######## prbs_checker_rx ########
prbs_checker_rx, supply network:
Drawn at 4 px/micron. Pins as bars on the die edge. Tap cells in grey.
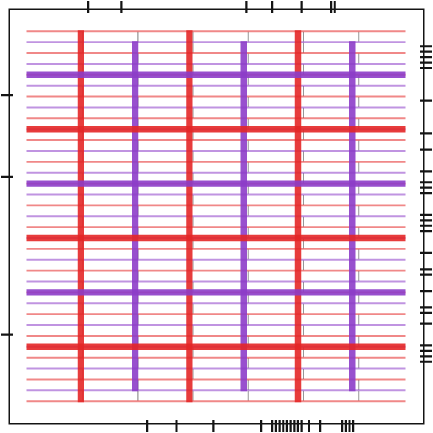
--- config.mk ---
export PLATFORM = sky130hd
export DESIGN_NAME = prbs_checker_rx
export DESIGN_NICKNAME = d
export VERILOG_FILES = /design/src/rtl/prbs_pkg.sv /design/src/rtl/deserializer_1toN_sr.sv /design/src/rtl/prbs_checker_rx.sv
export SDC_FILE = /design/constraint.sdc
export NUM_CORES = 1
export LEC_CHECK = 0
export CAP_MARGIN = 20
export CORE_MARGIN = 4
export CORE_UTILIZATION = 40
export DETAILED_ROUTE_END_ITERATION = 6
export GPL_ROUTABILITY_DRIVEN = 1
export HOLD_SLACK_MARGIN = 0.08
export PLACE_DENSITY = 0.63
export SYNTH_ARGS = -nofsm -noshare
export SYNTH_HDL_FRONTEND = slang
export SYNTH_SLANG_ARGS = --single-unit
--- constraint.sdc ---
create_clock -name clk -period 4 [get_ports clk]
set_clock_uncertainty 0.1 [all_clocks]
set_input_delay 0.6 -clock clk [delete_from_list [all_inputs] [get_ports clk]]
set_output_delay 0.6 -clock clk [all_outputs]
set_load 0.01 [all_outputs]
--- src/rtl/prbs_pkg.sv ---
// prbs_pkg -- shared definitions for the PRBS-31 receive checker.
//
// Contents:
//   PRBS_LEN          length of the PRBS-31 history (31 bits)
//   TAP_A / TAP_B     history taps for x^31 + x^28 + 1 (bit 31 ago, bit 28 ago)
//   ERR_CNT_W         width of the saturating error counter
//   prbs_chk_state_t  checker state {SEARCH, LOCKED}
package prbs_pkg;

    localparam int PRBS_LEN  = 31;
    localparam int TAP_A     = 30;
    localparam int TAP_B     = 27;
    localparam int ERR_CNT_W = 16;

    typedef enum logic {
        SEARCH = 1'b0,
        LOCKED = 1'b1
    } prbs_chk_state_t;

endpackage

--- src/rtl/deserializer_1toN_sr.sv ---
// deserializer_1toN_sr -- 1:WIDTH serial-to-parallel converter.
//
// A free-running bit counter (0..WIDTH-1) advances on every valid bit and
// frames words relative to the first valid bit after reset. The first bit of
// a word lands in word_out[WIDTH-1].
//
// Build option: PRBS_CHK_WORD_OUT_EN
//   defined   : shift register present, word_out/word_valid operate.
//   undefined : word_out = 0, word_valid = 0; only the bit counter and the
//               word_end strobe remain (the checker still needs boundaries).
//
// Ports:
//   clk, reset   bit clock, asynchronous active-high reset
//   data_in      serial bit
//   bit_valid    qualifies data_in; counter stalls when low
//   word_out     last completed word (registered)
//   word_valid   one-cycle pulse when word_out updates (registered)
//   word_end     combinational strobe: the current valid bit ends a word
module deserializer_1toN_sr
    import prbs_pkg::*;
#(
    parameter int WIDTH = 32
) (
    input  logic             clk,
    input  logic             reset,
    input  logic             data_in,
    input  logic             bit_valid,
    output logic [WIDTH-1:0] word_out,
    output logic             word_valid,
    output logic             word_end
);

    localparam int CNT_W = $clog2(WIDTH);

    logic [CNT_W-1:0] bit_cnt;

    assign word_end = bit_valid && (bit_cnt == CNT_W'(WIDTH - 1));

    always_ff @(posedge clk or posedge reset) begin
        if (reset) begin
            bit_cnt <= '0;
        end else if (bit_valid) begin
            bit_cnt <= word_end ? '0 : bit_cnt + 1'b1;
        end
    end

`ifdef PRBS_CHK_WORD_OUT_EN
    // Holds the first WIDTH-1 bits of the word in progress; the last bit is
    // taken straight from data_in when the word completes.
    logic [WIDTH-2:0] shreg;

    always_ff @(posedge clk or posedge reset) begin
        if (reset) begin
            shreg      <= '0;
            word_out   <= '0;
            word_valid <= 1'b0;
        end else begin
            word_valid <= word_end;
            if (bit_valid) begin
                shreg <= {shreg[WIDTH-3:0], data_in};
            end
            if (word_end) begin
                word_out <= {shreg, data_in};
            end
        end
    end
`else
    // data_in only feeds the shift register, which this build omits.
    logic unused_data;
    assign unused_data = data_in;
    assign word_out    = '0;
    assign word_valid  = 1'b0;
`endif

endmodule

--- src/rtl/prbs_checker_rx.sv ---
// prbs_checker_rx -- self-synchronizing PRBS-31 (x^31 + x^28 + 1) receive
// checker with lock acquisition, per-word loss detection, a saturating error
// counter and an optional 1:WIDTH deserializer.
//
// Build option: PRBS_CHK_WORD_OUT_EN (see deserializer_1toN_sr); when
// undefined word_out/word_valid are tied to 0 and the checker is unchanged.
//
// Ports:
//   clk         bit clock, one serial bit per cycle when bit_valid
//   reset       asynchronous active-high reset
//   data_in     serial PRBS bit (MSB-first)
//   bit_valid   qualifies data_in; when low only clr_err has an effect
//   clr_err     synchronous clear of err_cnt (wins over a same-cycle error)
//   locked      checker is in LOCKED
//   err_pulse   one-cycle pulse per mismatching bit while locked
//   err_cnt     saturating mismatch count (LOCKED only)
//   word_out    last completed word, first-received bit in WIDTH-1
//   word_valid  one-cycle pulse when word_out updates
module prbs_checker_rx
    import prbs_pkg::*;
#(
    parameter int WIDTH      = 32,
    parameter int LOCK_COUNT = 64,
    parameter int LOSS_ERRS  = 8
) (
    input  logic                 clk,
    input  logic                 reset,
    input  logic                 data_in,
    input  logic                 bit_valid,
    input  logic                 clr_err,
    output logic                 locked,
    output logic                 err_pulse,
    output logic [ERR_CNT_W-1:0] err_cnt,
    output logic [WIDTH-1:0]     word_out,
    output logic                 word_valid
);

    localparam int FILL_W  = $clog2(PRBS_LEN + 1);
    localparam int MATCH_W = $clog2(LOCK_COUNT + 1);
    localparam int WERR_W  = $clog2(WIDTH + 1);

    prbs_chk_state_t     state;
    logic [PRBS_LEN-1:0] hist;
    logic [FILL_W-1:0]   fill;
    logic [MATCH_W-1:0]  match_cnt;
    logic [WERR_W-1:0]   word_err;
    logic [WERR_W-1:0]   word_err_nxt;
    logic                filled;
    logic                mismatch;
    logic                word_end;

    deserializer_1toN_sr #(
        .WIDTH(WIDTH)
    ) u_deser (
        .clk       (clk),
        .reset     (reset),
        .data_in   (data_in),
        .bit_valid (bit_valid),
        .word_out  (word_out),
        .word_valid(word_valid),
        .word_end  (word_end)
    );

    // Predictions are only meaningful once hist holds 31 received bits.
    assign filled       = (fill == FILL_W'(PRBS_LEN));
    assign mismatch     = bit_valid && filled && ((hist[TAP_A] ^ hist[TAP_B]) != data_in);
    // Error total of the current word including the bit being sampled now.
    assign word_err_nxt = word_err + WERR_W'(mismatch);
    assign locked       = (state == LOCKED);

    // NOTE: sequential state is updated with non-blocking assignments so that
    // every right-hand side sees the pre-edge value, independent of order.
    always_ff @(posedge clk or posedge reset) begin
        if (reset) begin
            state     <= SEARCH;
            // NOTE: hist is a plain shift register, not a memory array, so it
            // is cheap to reset and the fill counter never sees stale bits.
            hist      <= '0;
            fill      <= '0;
            match_cnt <= '0;
            word_err  <= '0;
            err_pulse <= 1'b0;
        end else begin
            err_pulse <= 1'b0;
            if (bit_valid) begin
                // Self-synchronous: history always tracks the line, errors included.
                hist <= {hist[PRBS_LEN-2:0], data_in};
                if (!filled) begin
                    fill <= fill + 1'b1;
                end
                if (state == SEARCH) begin
                    if (filled) begin
                        if (mismatch) begin
                            match_cnt <= '0;
                        end else if (match_cnt == MATCH_W'(LOCK_COUNT - 1)) begin
                            state     <= LOCKED;
                            match_cnt <= '0;
                            word_err  <= '0;
                        end else begin
                            match_cnt <= match_cnt + 1'b1;
                        end
                    end
                end else begin
                    err_pulse <= mismatch;
                    if (word_end) begin
                        if (word_err_nxt >= WERR_W'(LOSS_ERRS)) begin
                            state     <= SEARCH;
                            fill      <= '0;
                            match_cnt <= '0;
                        end
                        word_err <= '0;
                    end else begin
                        word_err <= word_err_nxt;
                    end
                end
            end
        end
    end

    // Error counter is held across loss of lock; clear has priority.
    always_ff @(posedge clk or posedge reset) begin
        if (reset) begin
            err_cnt <= '0;
        end else if (clr_err) begin
            err_cnt <= '0;
        end else if (mismatch && (state == LOCKED) && (err_cnt != '1)) begin
            err_cnt <= err_cnt + 1'b1;
        end
    end

endmodule

==> reports/summary.log <==
[outcome] outcome finished, final reports clean
[min_path] WHS Path Cells 1
[sta] final worst slack 856 ps
[floorplan] standard-cell rows 34
[floorplan] Die X-Extent 103 microns
[finish] most frequently placed logic cells in the final layout dfrtp_1, mux2_2, conb_1
[sta] post-route setup TNS 0 ps
[critical_path] start point of the critical path data_in
[critical_path] Setup Crit Path Kind primary input to register
[grt] All-Layer GR Usage 12.8%
[power] power density over cell area 476 mW/mm^2
[finish] share of the core filled with cells in the final layout 45.9%
[finish] Syn-to-layout area delta 10.9%
[critical_path] timing endpoint of the critical path match_cnt[5]
[clocking] hold-fix buffers at CTS 0
[placed_design] Placed Cells 460
[synthesis] Adder Area Share 2.41%
[finish] Clock Network Area Fraction 4.63%
[finish] number of ordinary and repair buffers in the finished layout 26
[min_path] hold path startpoint match_cnt[6]
[synthesis] area fraction in xor and xnor cells 3.76%
[power] power share of the sequential group 53.3%
[routing] DRT antenna net count 0
[routing] Initial DRC Count 137
[flow_run] max-cap check violation count 0
[routing] top routing layer in use met4
[clocking] post-CTS setup repair buffer count 0
[floorplan] Starting Density 41.4%
About 'supply network' of prbs_checker_rx:
VSS -> red
VDD -> purple
met4 straps = 6
rows = 34
signal pins = 56
tap cells = 108
height of the chip: 103 microns
maximum vdd drop: 0.293 mV

==> cells in the mapped netlist, types with 3 or more instances <==
cell	count	share of area [%]
and3_1	8	1.4
mux2_2	35	11
xor2_1	3	0.72
xnor2_1	10	2.4
ha_1	7	2.4
dfrtp_1	72	50
nand2_1	22	2.3
buf_4	33	6.8
nand2b_1	5	0.86
clkbuf_1	8	0.83
nor2_1	26	2.7
a21oi_1	11	1.5
nand3_1	10	1.4
nand4_1	8	1.4
a31o_2	4	0.97
o21ai_0	19	2.6
o31ai_1	4	0.83
nor3_1	8	1.1
inv_1	6	0.62
and4_1	3	0.72

######## instr_ram_boot_ctrl ########
==> src/rtl/instr_ram_boot_ctrl.sv <==
// instr_ram_boot_ctrl: shares the instruction RAM between a boot byte stream
// and the CPU fetch port; packs bytes into LE words, then serves fetches.
// Ports: clk/rst_n; boot_start; ld_valid/ld_byte/ld_last/ld_ready stream;
// fetch_req/fetch_addr/fetch_data/fetch_valid/cpu_stall CPU side;
// mem_din/mem_we/mem_waddr/mem_raddr/mem_dout RAM side;
// load_done pulse, load_err sticky overflow, word_count words written.
module instr_ram_boot_ctrl #(
  parameter logic [31:0] BASE_ADDR   = 32'h0000_0000,
  parameter int          DEPTH_WORDS = 1024,
  parameter bit          AUTO_RUN    = 1'b0
) (
  input  logic        clk,
  input  logic        rst_n,
  input  logic        boot_start,
  input  logic        ld_valid,
  input  logic [7:0]  ld_byte,
  input  logic        ld_last,
  output logic        ld_ready,
  input  logic        fetch_req,
  input  logic [31:0] fetch_addr,
  output logic [31:0] fetch_data,
  output logic        fetch_valid,
  output logic        cpu_stall,
  output logic [31:0] mem_din,
  output logic        mem_we,
  output logic [31:0] mem_waddr,
  output logic [31:0] mem_raddr,
  input  logic [31:0] mem_dout,
  output logic        load_done,
  output logic        load_err,
  output logic [15:0] word_count
);

  localparam logic [1:0] S_IDLE  = 2'd0;
  localparam logic [1:0] S_LOAD  = 2'd1;
  localparam logic [1:0] S_FLUSH = 2'd2;
  localparam logic [1:0] S_RUN   = 2'd3;
  localparam logic [1:0] S_RST   = AUTO_RUN ? S_RUN : S_IDLE;
  localparam logic [15:0] DEPTH  = 16'(DEPTH_WORDS);

  logic [1:0]  state;
  logic [1:0]  bidx;
  logic [31:0] wbuf;
  logic [31:0] asm_w;
  logic        acc;
  logic        wdone;
  logic        full;
  logic        enter;

  assign ld_ready  = (state == S_LOAD);
  assign cpu_stall = (state != S_RUN);
  assign mem_raddr = fetch_addr;
  // RAM registers its output, so the data lines up with fetch_valid.
  assign fetch_data = fetch_valid ? mem_dout : '0;

  assign acc   = ld_valid && ld_ready;
  assign wdone = acc && ((bidx == 2'd3) || ld_last);
  assign full  = (word_count == DEPTH);
  assign enter = boot_start &&
                 ((state == S_IDLE) || (state == S_RUN));

  // wbuf is cleared per word, so unfilled upper bytes read as zero.
  always_comb begin
    asm_w = wbuf;
    asm_w[{bidx, 3'b000} +: 8] = ld_byte;
  end

  always_ff @(posedge clk or negedge rst_n) begin
    if (!rst_n) begin
      state       <= S_RST;
      bidx        <= '0;
      wbuf        <= '0;
      mem_we      <= 1'b0;
      mem_din     <= '0;
      mem_waddr   <= BASE_ADDR;
      fetch_valid <= 1'b0;
      load_done   <= 1'b0;
      load_err    <= 1'b0;
      word_count  <= '0;
    end else begin
      mem_we      <= 1'b0;
      load_done   <= 1'b0;
      fetch_valid <= (state == S_RUN) && fetch_req;
      unique case (1'b1)
        enter: begin
          state      <= S_LOAD;
          bidx       <= '0;
          wbuf       <= '0;
          load_err   <= 1'b0;
          word_count <= '0;
        end
        acc: begin
          if (wdone) begin
            bidx <= '0;
            wbuf <= '0;
            if (full) begin
              load_err <= 1'b1;
            end else begin
              mem_we     <= 1'b1;
              mem_din    <= asm_w;
              mem_waddr  <= BASE_ADDR +
                            {14'd0, word_count, 2'b00};
              word_count <= word_count + 16'd1;
            end
          end else begin
            bidx <= bidx + 2'd1;
            wbuf <= asm_w;
          end
          if (ld_last) state <= S_FLUSH;
        end
        (state == S_FLUSH): begin
          load_done <= 1'b1;
          state     <= S_RUN;
        end
        default: ;
      endcase
    end
  end

endmodule

==> config.mk <==
export PLATFORM = sky130hd
export DESIGN_NAME = instr_ram_boot_ctrl
export DESIGN_NICKNAME = d
export VERILOG_FILES = /design/src/rtl/instr_ram_boot_ctrl.sv
export SDC_FILE = /design/constraint.sdc
export NUM_CORES = 1
export LEC_CHECK = 0
export ABC_AREA = 1
export CAP_MARGIN = 20
export CORE_ASPECT_RATIO = 1.75
export CORE_MARGIN = 1
export CORE_UTILIZATION = 47
export DETAILED_ROUTE_END_ITERATION = 6
export PLACE_DENSITY_LB_ADDON = 0.1
export SLEW_MARGIN = 20
export SYNTH_ARGS = -nofsm -noshare
export SYNTH_HDL_FRONTEND = slang
export SYNTH_SLANG_ARGS = --single-unit
==> constraint.sdc <==
create_clock -name clk -period 5.7 [get_ports clk]
set_clock_uncertainty 0.1 [all_clocks]
set_input_delay 1.71 -clock clk [delete_from_list [all_inputs] [get_ports clk]]
set_output_delay 1.71 -clock clk [all_outputs]
set_load 0.01 [all_outputs]
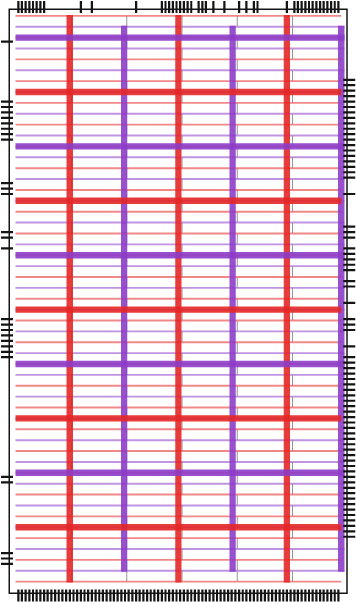
instr_ram_boot_ctrl: supply network
Drawn at 4 px/micron. Pins as bars on the die edge. Tap cells in grey.
VDD -> purple
VSS -> red
tap cells = 135
rows = 52
met5 straps = 10
signal pins = 228

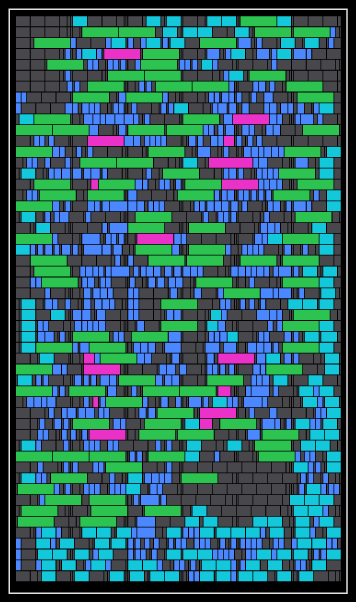
instr_ram_boot_ctrl: placed cells, one colour a class
Drawn at 4 px/micron. Fill, decap, tap and diode cells in grey.
sequential cells -> green  # cells 104, share of their area 38%
clock drivers and dummy loads -> magenta  # cells 16, share of their area 4.3%
remaining buffers and delay cells -> cyan  # cells 151, share of their area 22%
combinational and other logic -> blue  # cells 543, share of their area 36%

==> reports/summary.log <==
[critical_path] standard cell with the maximum stage delay on the critical path clkdlybuf4s50_1
[synthesis] largest family of logic cells by area simple AND/OR/NAND/NOR gates
[routing] number of remaining DRC errors 32
[finish] final cell count without fillers 949
[sta] Setup Viol. Count Final 0
[sta] final worst slack 965 ps
[synthesis] YS warnings 0
[finish] fraction of standard cell area in multi-input logic 29.9%
[clocking] hold-fix buffers at CTS 0
[sta] post-route setup TNS 0 ps
[synthesis] Adder Area Share 2.26%
[clocking] clock slew seen by the registers of the worst setup and hold paths 70 ps
[outcome] outcome finished, violations left
[synthesis] cell taking the most area after synthesis dfrtp_1
[finish] ANT cells 0
[floorplan] I/O pin count 228
[synthesis] area fraction in compound gates after synthesis 11.0%
[finish] number of nets in the layout 897
[sta] unrepaired setup endpoints after global routing no
[grt] via count of the first global-routing pass 4572
[outcome] violated checks DRC
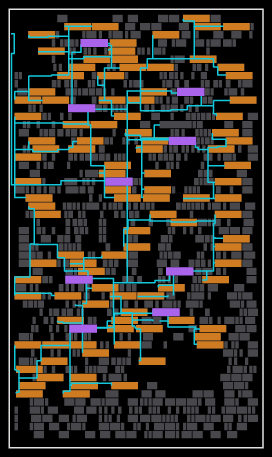
instr_ram_boot_ctrl: routed clock nets over the placement
Drawn at 3 px/micron.
clock drivers -> purple  # count 9
flip-flops -> orange  # count 104
clock wires -> cyan  # length 1240 microns
flops lie = all over the die
routed clock nets = 10

-- registers in the layout, indices dropped and copies added, names as in the netlist --
name	cells
bidx	2
fetch_valid	1
load_done	1
load_err	1
mem_din	32
mem_waddr	16
mem_we	1
state	2
wbuf	32
word_count	16
-- power breakdown --
part           internal (mW)  switching, mW
sequential             0.809         0.0679
clock                  0.342          0.278
combinational          0.298          0.479
total                   1.45          0.825
-- metal layers --
metal	vias up	share of wire (%)	GRT usage, %	routed length, microns
met4	0	2.1	8.10	290
met3	26	5.7	5.22	806
met1	2258	41	28.8	5750
li1	2354	-	-	-
met5	-	0	0	0
met2	145	51	41.8	7240


==> screenshots <==
Congestion heat map.
panel A
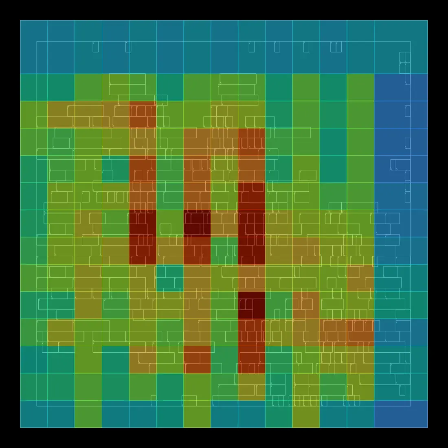
panel B
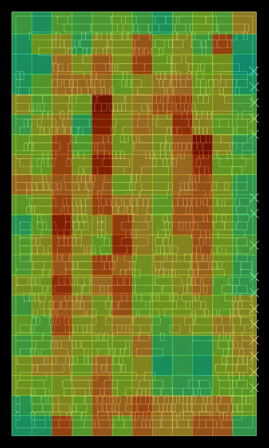
For instr_ram_boot_ctrl, see panel B.
For prbs_checker_rx, see panel A.
- highest utilization: panel B
- highest track usage: panel B

No activity file was given, so power comes from the tool's default toggle rates.
